==================== spi_master_ctrl
**src/rtl/spi_pkg.sv**
```systemverilog
// Shared types and constants for the SPI master controller and its wait-timer.
package spi_pkg;

    localparam int SPI_BITS = 8;

    typedef logic [SPI_BITS-1:0] spi_byte_t;

    typedef enum logic [2:0] {
        IDLE  = 3'd0,
        SETUP = 3'd1,
        LOAD  = 3'd2,
        LOW   = 3'd3,
        HIGH  = 3'd4,
        HOLD  = 3'd5,
        GAP   = 3'd6
    } spi_state_e;

    // Largest of the four wait lengths; sizes the shared down-counter.
    function automatic int max4(input int a, input int b, input int c, input int d);
        int m;
        m = a;
        if (b > m) m = b;
        if (c > m) m = c;
        if (d > m) m = d;
        return m;
    endfunction

endpackage

```
**src/rtl/spi_tick_gen.sv**
```systemverilog
// Down-counter reloaded with N-1 on restart; tick is high while the count sits at zero.
module spi_tick_gen #(
    parameter int W = 8
) (
    input  logic         clk,
    input  logic         rst,
    input  logic         restart,
    input  logic [W-1:0] load_val,
    output logic         tick
);

    logic [W-1:0] cnt;

    always_ff @(posedge clk) begin
        if (rst) begin
            cnt <= '0;
        end else if (restart) begin
            cnt <= load_val;
        end else if (cnt != '0) begin
            cnt <= cnt - 1'b1;
        end
    end

    assign tick = (cnt == '0);

endmodule

```
**src/rtl/spi_master_ctrl.sv**
```systemverilog
// Mode-0, LSB-first SPI burst master: one command moves 1..2^LEN_W bytes under a single ss assertion.
module spi_master_ctrl
    import spi_pkg::*;
#(
    parameter int HALF_PERIOD = 25,
    parameter int SETUP_CYC   = 25,
    parameter int HOLD_CYC    = 25,
    parameter int GAP_CYC     = 25,
    parameter int LEN_W       = 4
) (
    input  logic             clk,
    input  logic             rst,
    input  logic             cmd_valid,
    output logic             cmd_ready,
    input  logic [LEN_W-1:0] cmd_len,
    input  logic [7:0]       tx_data,
    input  logic             tx_valid,
    output logic             tx_ready,
    output logic [7:0]       rx_data,
    output logic             rx_valid,
    output logic             busy,
    output logic             done,
    output logic             sck,
    output logic             ss,
    output logic             mosi,
    input  logic             miso,
    output logic [2:0]       state_dbg
);

    // Handshakes: cmd is taken on a cycle with cmd_valid && cmd_ready, a tx byte on
    // tx_valid && tx_ready; rx_valid is a single-cycle pulse with no backpressure.

    localparam int CNT_W = $clog2(max4(HALF_PERIOD, SETUP_CYC, HOLD_CYC, GAP_CYC)) + 1;

    localparam logic [CNT_W-1:0] HALF_LD  = CNT_W'(HALF_PERIOD - 1);
    localparam logic [CNT_W-1:0] SETUP_LD = CNT_W'(SETUP_CYC - 1);
    localparam logic [CNT_W-1:0] HOLD_LD  = CNT_W'(HOLD_CYC - 1);
    localparam logic [CNT_W-1:0] GAP_LD   = CNT_W'(GAP_CYC - 1);

    spi_state_e       state;
    logic [LEN_W-1:0] byte_cnt;
    logic [2:0]       bit_cnt;
    logic [2:0]       next_bit;
    spi_byte_t        tx_shift;
    logic [6:0]       rx_shift;

    logic             tick;
    logic             restart;
    logic [CNT_W-1:0] load_val;

    assign cmd_ready = (state == IDLE);
    assign tx_ready  = (state == LOAD);
    assign state_dbg = state;
    assign next_bit  = bit_cnt + 3'd1;

    // Reload the shared timer on the same edge as every transition into a timed state.
    always_comb begin
        restart  = 1'b0;
        load_val = '0;
        case (state)
            IDLE: begin
                if (cmd_valid) begin
                    restart  = 1'b1;
                    load_val = SETUP_LD;
                end
            end
            LOAD: begin
                if (tx_valid) begin
                    restart  = 1'b1;
                    load_val = HALF_LD;
                end
            end
            LOW: begin
                if (tick) begin
                    restart  = 1'b1;
                    load_val = HALF_LD;
                end
            end
            HIGH: begin
                if (tick) begin
                    restart  = 1'b1;
                    load_val = (bit_cnt == 3'd7 && byte_cnt == '0) ? HOLD_LD : HALF_LD;
                end
            end
            HOLD: begin
                if (tick) begin
                    restart  = 1'b1;
                    load_val = GAP_LD;
                end
            end
            default: begin
                restart  = 1'b0;
                load_val = '0;
            end
        endcase
    end

    spi_tick_gen #(
        .W (CNT_W)
    ) u_tick (
        .clk      (clk),
        .rst      (rst),
        .restart  (restart),
        .load_val (load_val),
        .tick     (tick)
    );

    always_ff @(posedge clk) begin
        if (rst) begin
            state    <= IDLE;
            byte_cnt <= '0;
            bit_cnt  <= '0;
            tx_shift <= '0;
            rx_shift <= '0;
            rx_data  <= '0;
            rx_valid <= 1'b0;
            done     <= 1'b0;
            busy     <= 1'b0;
            sck      <= 1'b0;
            ss       <= 1'b1;
            mosi     <= 1'b0;
        end else begin
            rx_valid <= 1'b0;
            done     <= 1'b0;
            case (state)
                IDLE: begin
                    if (cmd_valid) begin
                        byte_cnt <= cmd_len;
                        busy     <= 1'b1;
                        ss       <= 1'b0;
                        state    <= SETUP;
                    end
                end
                SETUP: begin
                    if (tick) state <= LOAD;
                end
                LOAD: begin
                    sck <= 1'b0;
                    if (tx_valid) begin
                        tx_shift <= tx_data;
                        mosi     <= tx_data[0];
                        bit_cnt  <= '0;
                        state    <= LOW;
                    end
                end
                LOW: begin
                    if (tick) begin
                        sck   <= 1'b1;
                        state <= HIGH;
                    end
                end
                HIGH: begin
                    if (tick) begin
                        sck <= 1'b0;
                        if (bit_cnt != 3'd7) begin
                            rx_shift[bit_cnt] <= miso;
                            bit_cnt           <= next_bit;
                            mosi              <= tx_shift[next_bit];
                            state             <= LOW;
                        end else begin
                            // Bit 7 goes straight into rx_data; the shift register holds bits 0..6.
                            rx_data  <= {miso, rx_shift};
                            rx_valid <= 1'b1;
                            if (byte_cnt != '0) begin
                                byte_cnt <= byte_cnt - 1'b1;
                                state    <= LOAD;
                            end else begin
                                state <= HOLD;
                            end
                        end
                    end
                end
                HOLD: begin
                    if (tick) begin
                        ss    <= 1'b1;
                        done  <= 1'b1;
                        state <= GAP;
                    end
                end
                GAP: begin
                    if (tick) begin
                        busy  <= 1'b0;
                        state <= IDLE;
                    end
                end
                default: begin
                    state <= IDLE;
                end
            endcase
        end
    end

endmodule

```
**config.mk**
```make
export PLATFORM = sky130hd
export DESIGN_NAME = spi_master_ctrl
export DESIGN_NICKNAME = d
export VERILOG_FILES = /design/src/rtl/spi_pkg.sv /design/src/rtl/spi_tick_gen.sv /design/src/rtl/spi_master_ctrl.sv
export SDC_FILE = /design/constraint.sdc
export NUM_CORES = 1
export LEC_CHECK = 0
export ABC_AREA = 1
export CAP_MARGIN = 20
export CORE_ASPECT_RATIO = 1.25
export CORE_MARGIN = 5
export CORE_UTILIZATION = 45
export DETAILED_ROUTE_END_ITERATION = 7
export PLACE_DENSITY = 0.69
export RECOVER_POWER = 50
export SYNTH_ARGS = -nofsm -noshare
export SYNTH_HDL_FRONTEND = slang
export SYNTH_SLANG_ARGS = --single-unit
```
**constraint.sdc**
```tcl
create_clock -name clk -period 3.57 [get_ports clk]
set_input_delay 0.5355 -clock clk [delete_from_list [all_inputs] [get_ports clk]]
set_output_delay 0.5355 -clock clk [all_outputs]
set_load 0.02 [all_outputs]
```
==================== ordena_n_seq
==> src/rtl/ordena_pkg.sv <==
// Shared types and constants for the ordena_n_seq burst sorter.
// Optional feature macro: ORDENA_DESC_EN (descending order when defined).
package ordena_pkg;

  typedef enum logic [1:0] {
    LOAD  = 2'd0,
    SORT  = 2'd1,
    DRAIN = 2'd2
  } state_t;

  localparam int W_DEF = 9;
  localparam int N_DEF = 8;

  // Width of the word index and pass counters; never below one bit.
  function automatic int idx_width(input int n);
    return (n > 2) ? $clog2(n) : 1;
  endfunction

endpackage

==> src/rtl/compara_troca.sv <==
// Single combinational compare-swap cell used by every sorter pass.
// Macro ORDENA_DESC_EN flips the ordering so the larger value goes to lo.
module compara_troca
  import ordena_pkg::*;
#(
  parameter int W = W_DEF
) (
  input  logic [W-1:0] a,
  input  logic [W-1:0] b,
  output logic [W-1:0] lo,
  output logic [W-1:0] hi
);

  logic swap;

  // Strict comparison so equal values stay where they are.
`ifdef ORDENA_DESC_EN
  assign swap = (a < b);
`else
  assign swap = (a > b);
`endif

  assign lo = swap ? b : a;
  assign hi = swap ? a : b;

endmodule

==> src/rtl/ordena_n_seq.sv <==
// Sequential N-word sorter: load a burst, run N odd-even transposition passes, drain.
// Macro ORDENA_DESC_EN selects descending output (handled inside compara_troca).
module ordena_n_seq
  import ordena_pkg::*;
#(
  parameter int W = W_DEF,
  parameter int N = N_DEF
) (
  input  logic         clk,
  input  logic         rst_n,
  input  logic         in_valid,
  output logic         in_ready,
  input  logic [W-1:0] in_data,
  output logic         out_valid,
  input  logic         out_ready,
  output logic [W-1:0] out_data,
  output logic         out_last,
  output logic         busy
);

  localparam int            IW   = idx_width(N);
  localparam logic [IW-1:0] LAST = IW'(N - 1);

  state_t        state_q, state_d;
  logic [IW-1:0] idx_q;
  logic [IW-1:0] pass_q;
  logic [W-1:0]  mem_q   [N];
  logic [W-1:0]  even_nx [N];
  logic [W-1:0]  odd_nx  [N];
  logic          in_hs;
  logic          out_hs;

  assign in_hs  = in_valid && in_ready;
  assign out_hs = out_valid && out_ready;

  // Even passes pair (0,1),(2,3)...; odd passes pair (1,2),(3,4)... and leave the ends alone.
  for (genvar k = 0; k < N / 2; k++) begin : g_even
    compara_troca #(.W(W)) u_ct (
      .a  (mem_q[2*k]),
      .b  (mem_q[2*k+1]),
      .lo (even_nx[2*k]),
      .hi (even_nx[2*k+1])
    );
  end

  for (genvar k = 0; k < N / 2 - 1; k++) begin : g_odd
    compara_troca #(.W(W)) u_ct (
      .a  (mem_q[2*k+1]),
      .b  (mem_q[2*k+2]),
      .lo (odd_nx[2*k+1]),
      .hi (odd_nx[2*k+2])
    );
  end

  assign odd_nx[0]   = mem_q[0];
  assign odd_nx[N-1] = mem_q[N-1];

  always_ff @(posedge clk) begin
    if (!rst_n) begin
      state_q <= LOAD;
    end else begin
      state_q <= state_d;
    end
  end

  always_comb begin
    state_d = state_q;
    case (state_q)
      LOAD:    if (in_hs && (idx_q == LAST)) state_d = SORT;
      SORT:    if (pass_q == LAST) state_d = DRAIN;
      DRAIN:   if (out_hs && (idx_q == LAST)) state_d = LOAD;
      default: state_d = LOAD;
    endcase
  end

  always_comb begin
    in_ready  = (state_q == LOAD);
    out_valid = (state_q == DRAIN);
    busy      = (state_q != LOAD);
    out_last  = (state_q == DRAIN) && (idx_q == LAST);
    out_data  = (state_q == DRAIN) ? mem_q[idx_q] : '0;
  end

  // The word index is shared between LOAD and DRAIN; it always wraps back to 0.
  always_ff @(posedge clk) begin
    if (!rst_n) begin
      idx_q  <= '0;
      pass_q <= '0;
    end else begin
      case (state_q)
        LOAD: begin
          if (in_hs) idx_q <= (idx_q == LAST) ? '0 : idx_q + 1'b1;
        end
        SORT: begin
          pass_q <= (pass_q == LAST) ? '0 : pass_q + 1'b1;
        end
        DRAIN: begin
          if (out_hs) idx_q <= (idx_q == LAST) ? '0 : idx_q + 1'b1;
        end
        default: begin
          idx_q  <= '0;
          pass_q <= '0;
        end
      endcase
    end
  end

  always_ff @(posedge clk) begin
    if ((state_q == LOAD) && in_hs) begin
      mem_q[idx_q] <= in_data;
    end else if (state_q == SORT) begin
      for (int i = 0; i < N; i++) begin
        mem_q[i] <= pass_q[0] ? odd_nx[i] : even_nx[i];
      end
    end
  end

endmodule

==> config.mk <==
export PLATFORM = sky130hd
export DESIGN_NAME = ordena_n_seq
export DESIGN_NICKNAME = d
export VERILOG_FILES = /design/src/rtl/ordena_pkg.sv /design/src/rtl/compara_troca.sv /design/src/rtl/ordena_n_seq.sv
export SDC_FILE = /design/constraint.sdc
export NUM_CORES = 1
export LEC_CHECK = 0
export CORE_MARGIN = 5
export CORE_UTILIZATION = 55
export DETAILED_ROUTE_END_ITERATION = 8
export MAX_ROUTING_LAYER = met4
export PLACE_DENSITY = 0.73
export SLEW_MARGIN = 20
export SYNTH_ARGS = -nofsm -noshare
export SYNTH_HDL_FRONTEND = slang
export SYNTH_SLANG_ARGS = --single-unit
==> constraint.sdc <==
create_clock -name clk -period 6.8 [get_ports clk]
set_input_delay 2.04 -clock clk [delete_from_list [all_inputs] [get_ports clk]]
set_output_delay 2.04 -clock clk [all_outputs]
set_load 0.005 [all_outputs]
### Logic cells by family, spi_master_ctrl

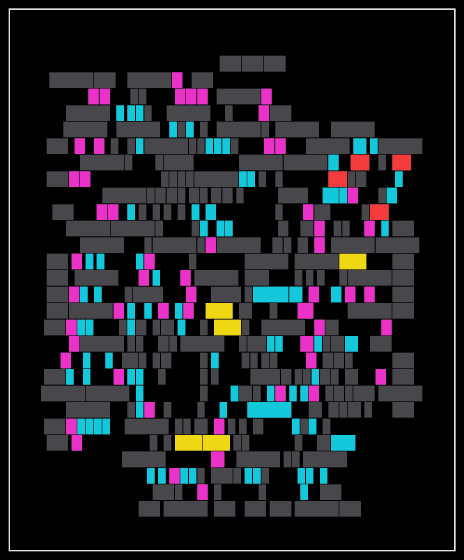
| colour | family | cells | most used |
|---|---|---|---|
| yellow | fa/ha/maj cells | 5 | ha_1 |
| magenta | aoi and oai cells | 53 | o21ai_0 |
| red | xor and xnor cells | 4 | xnor2_1 |
| cyan | nor cells | 78 | nor2_1 |

==> summary.txt, spi_master_ctrl <==
flow finished, numbers: Finished Core Util 55.81%, Yosys reg bits between 40 and 50, metal3 WL around 250 um, ys cells 326, Post-synth seq share between 40% and 50%, GR Util met3 about 3.8%, setup slack, reg-to-reg 1.35 ns, VDD IR-drop max 0.0003344 V, non-clock inverter count in the final layout 34, Worst-Margin Slew around 0.93 ns, Area Growth Syn to Fin 18.94%, Clock buffer cells 5, total CTS buffers 5, Main power group combinational logic, Post-CTS Setup Inserts 0, hold crit path type reg2reg, max-slew violations 0, iteration-0 DRC count of the detailed router 101, Clock net power about 0.33 mW, Yosys top cell by area dfxtp_1, Largest regs rx_data: 8 flops, tx_shift: 8 flops, rx_shift: 7 flops, Final clock-cell share around 3.4%, IO Pins 36, yosys simple share a little over a third, top layer in use met4, status completed, max-cap violations 0, worst r2r dst rx_shift[0], Top delay family on crit path buffers and inverters, min-delay src rx_shift[5], ratio of cells with drive above 1 in the final layout 6.983%, xor+xnor area frac 1.556%, met2 Use GR 27.99%, Adders+Majority by Area roughly 2.8%, CP Capture Point tx_ready, remaining global-route overflow 0, dpl cells 410, Final nets 379, Tmin final 2.225 ns, Worst Setup End Kind output port, cells on worst reg2reg path 8, Critical Path RT approximately 3.0 ns
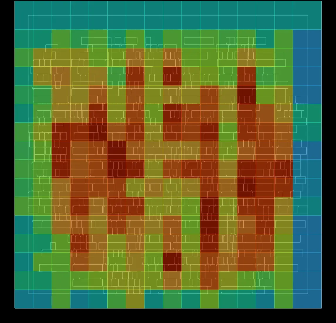
*Congestion heat map, ordena_n_seq*
DR WL/cell: 20.82 um
GR Util met3: 3.647%
GRT Total Usage: 26.15%

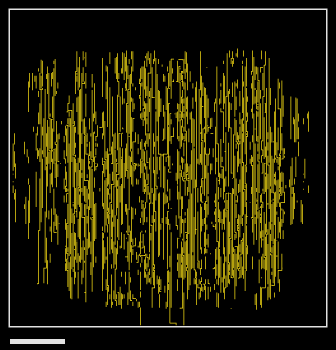
*Signal wires on met2, ordena_n_seq*
Bar = 20 um.
share of all routed wire: 50%
wire length on this layer: 7820 um
main direction: vertical
longest straight run: 62.6 um
nets with wire on the layer: 577

==> summary.txt, ordena_n_seq <==
flow finished, numbers: CTS tree done, cts repair resizes 0, row cnt 38, status completed, Max FO, Critical Path 18, Clock buffer cells 12, Worst-Margin Slew a little under 1 ns, fin cells between 700 and 800, final setup vio count 0, initial antenna violation count 0, Adders+Majority by Area 14.06%, async set-reset flop share out of synthesis 0%, Hold EP state_q[0], Clock net power ~0.36 mW, met2 routed WL between 7 and 8 mm, busiest grt layer met2, Sequential Power Share a little under three fifths, switching power between 0.2 and 0.3 mW, Worst Hold Depth 1, xor+xnor area frac 0%, Core Footprint 10750 um2, Ys Warns 0, Fill cells just over 900, DIE AREA ~13000 um2, Final nets between 600 and 700, remaining global-route overflow 0, worst r2r src state_q[0], synthesized cell area roughly 6000 um2, worst r2r dst mem_q[2][8], Worst path depth 4, Finished Cell Area 6521 um2, min-delay src state_q[1], Clk Tree Root Cell clkbuf_8, crit path buf inv count 1, Max transition margin ~34%, flop count a little over 80


==> gallery <==
M3 wires.
panel A
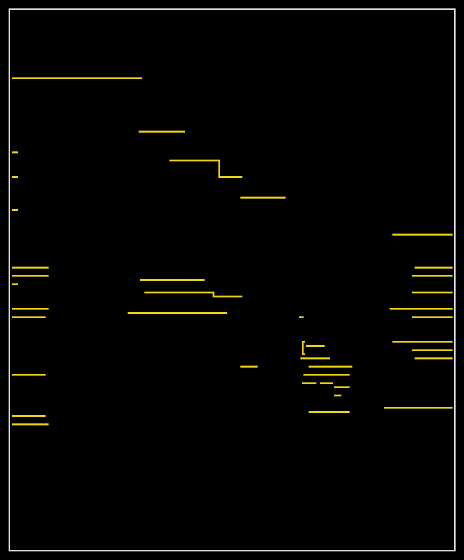
panel B
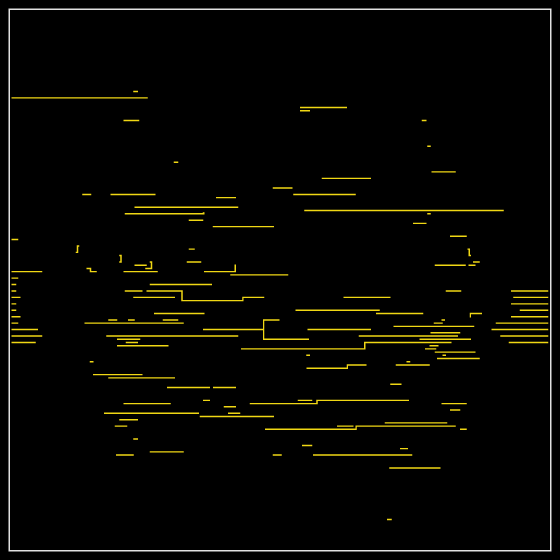
- ordena_n_seq = panel B
- spi_master_ctrl = panel A

Power figures rest on the tool's default switching activity, not on a simulated workload.
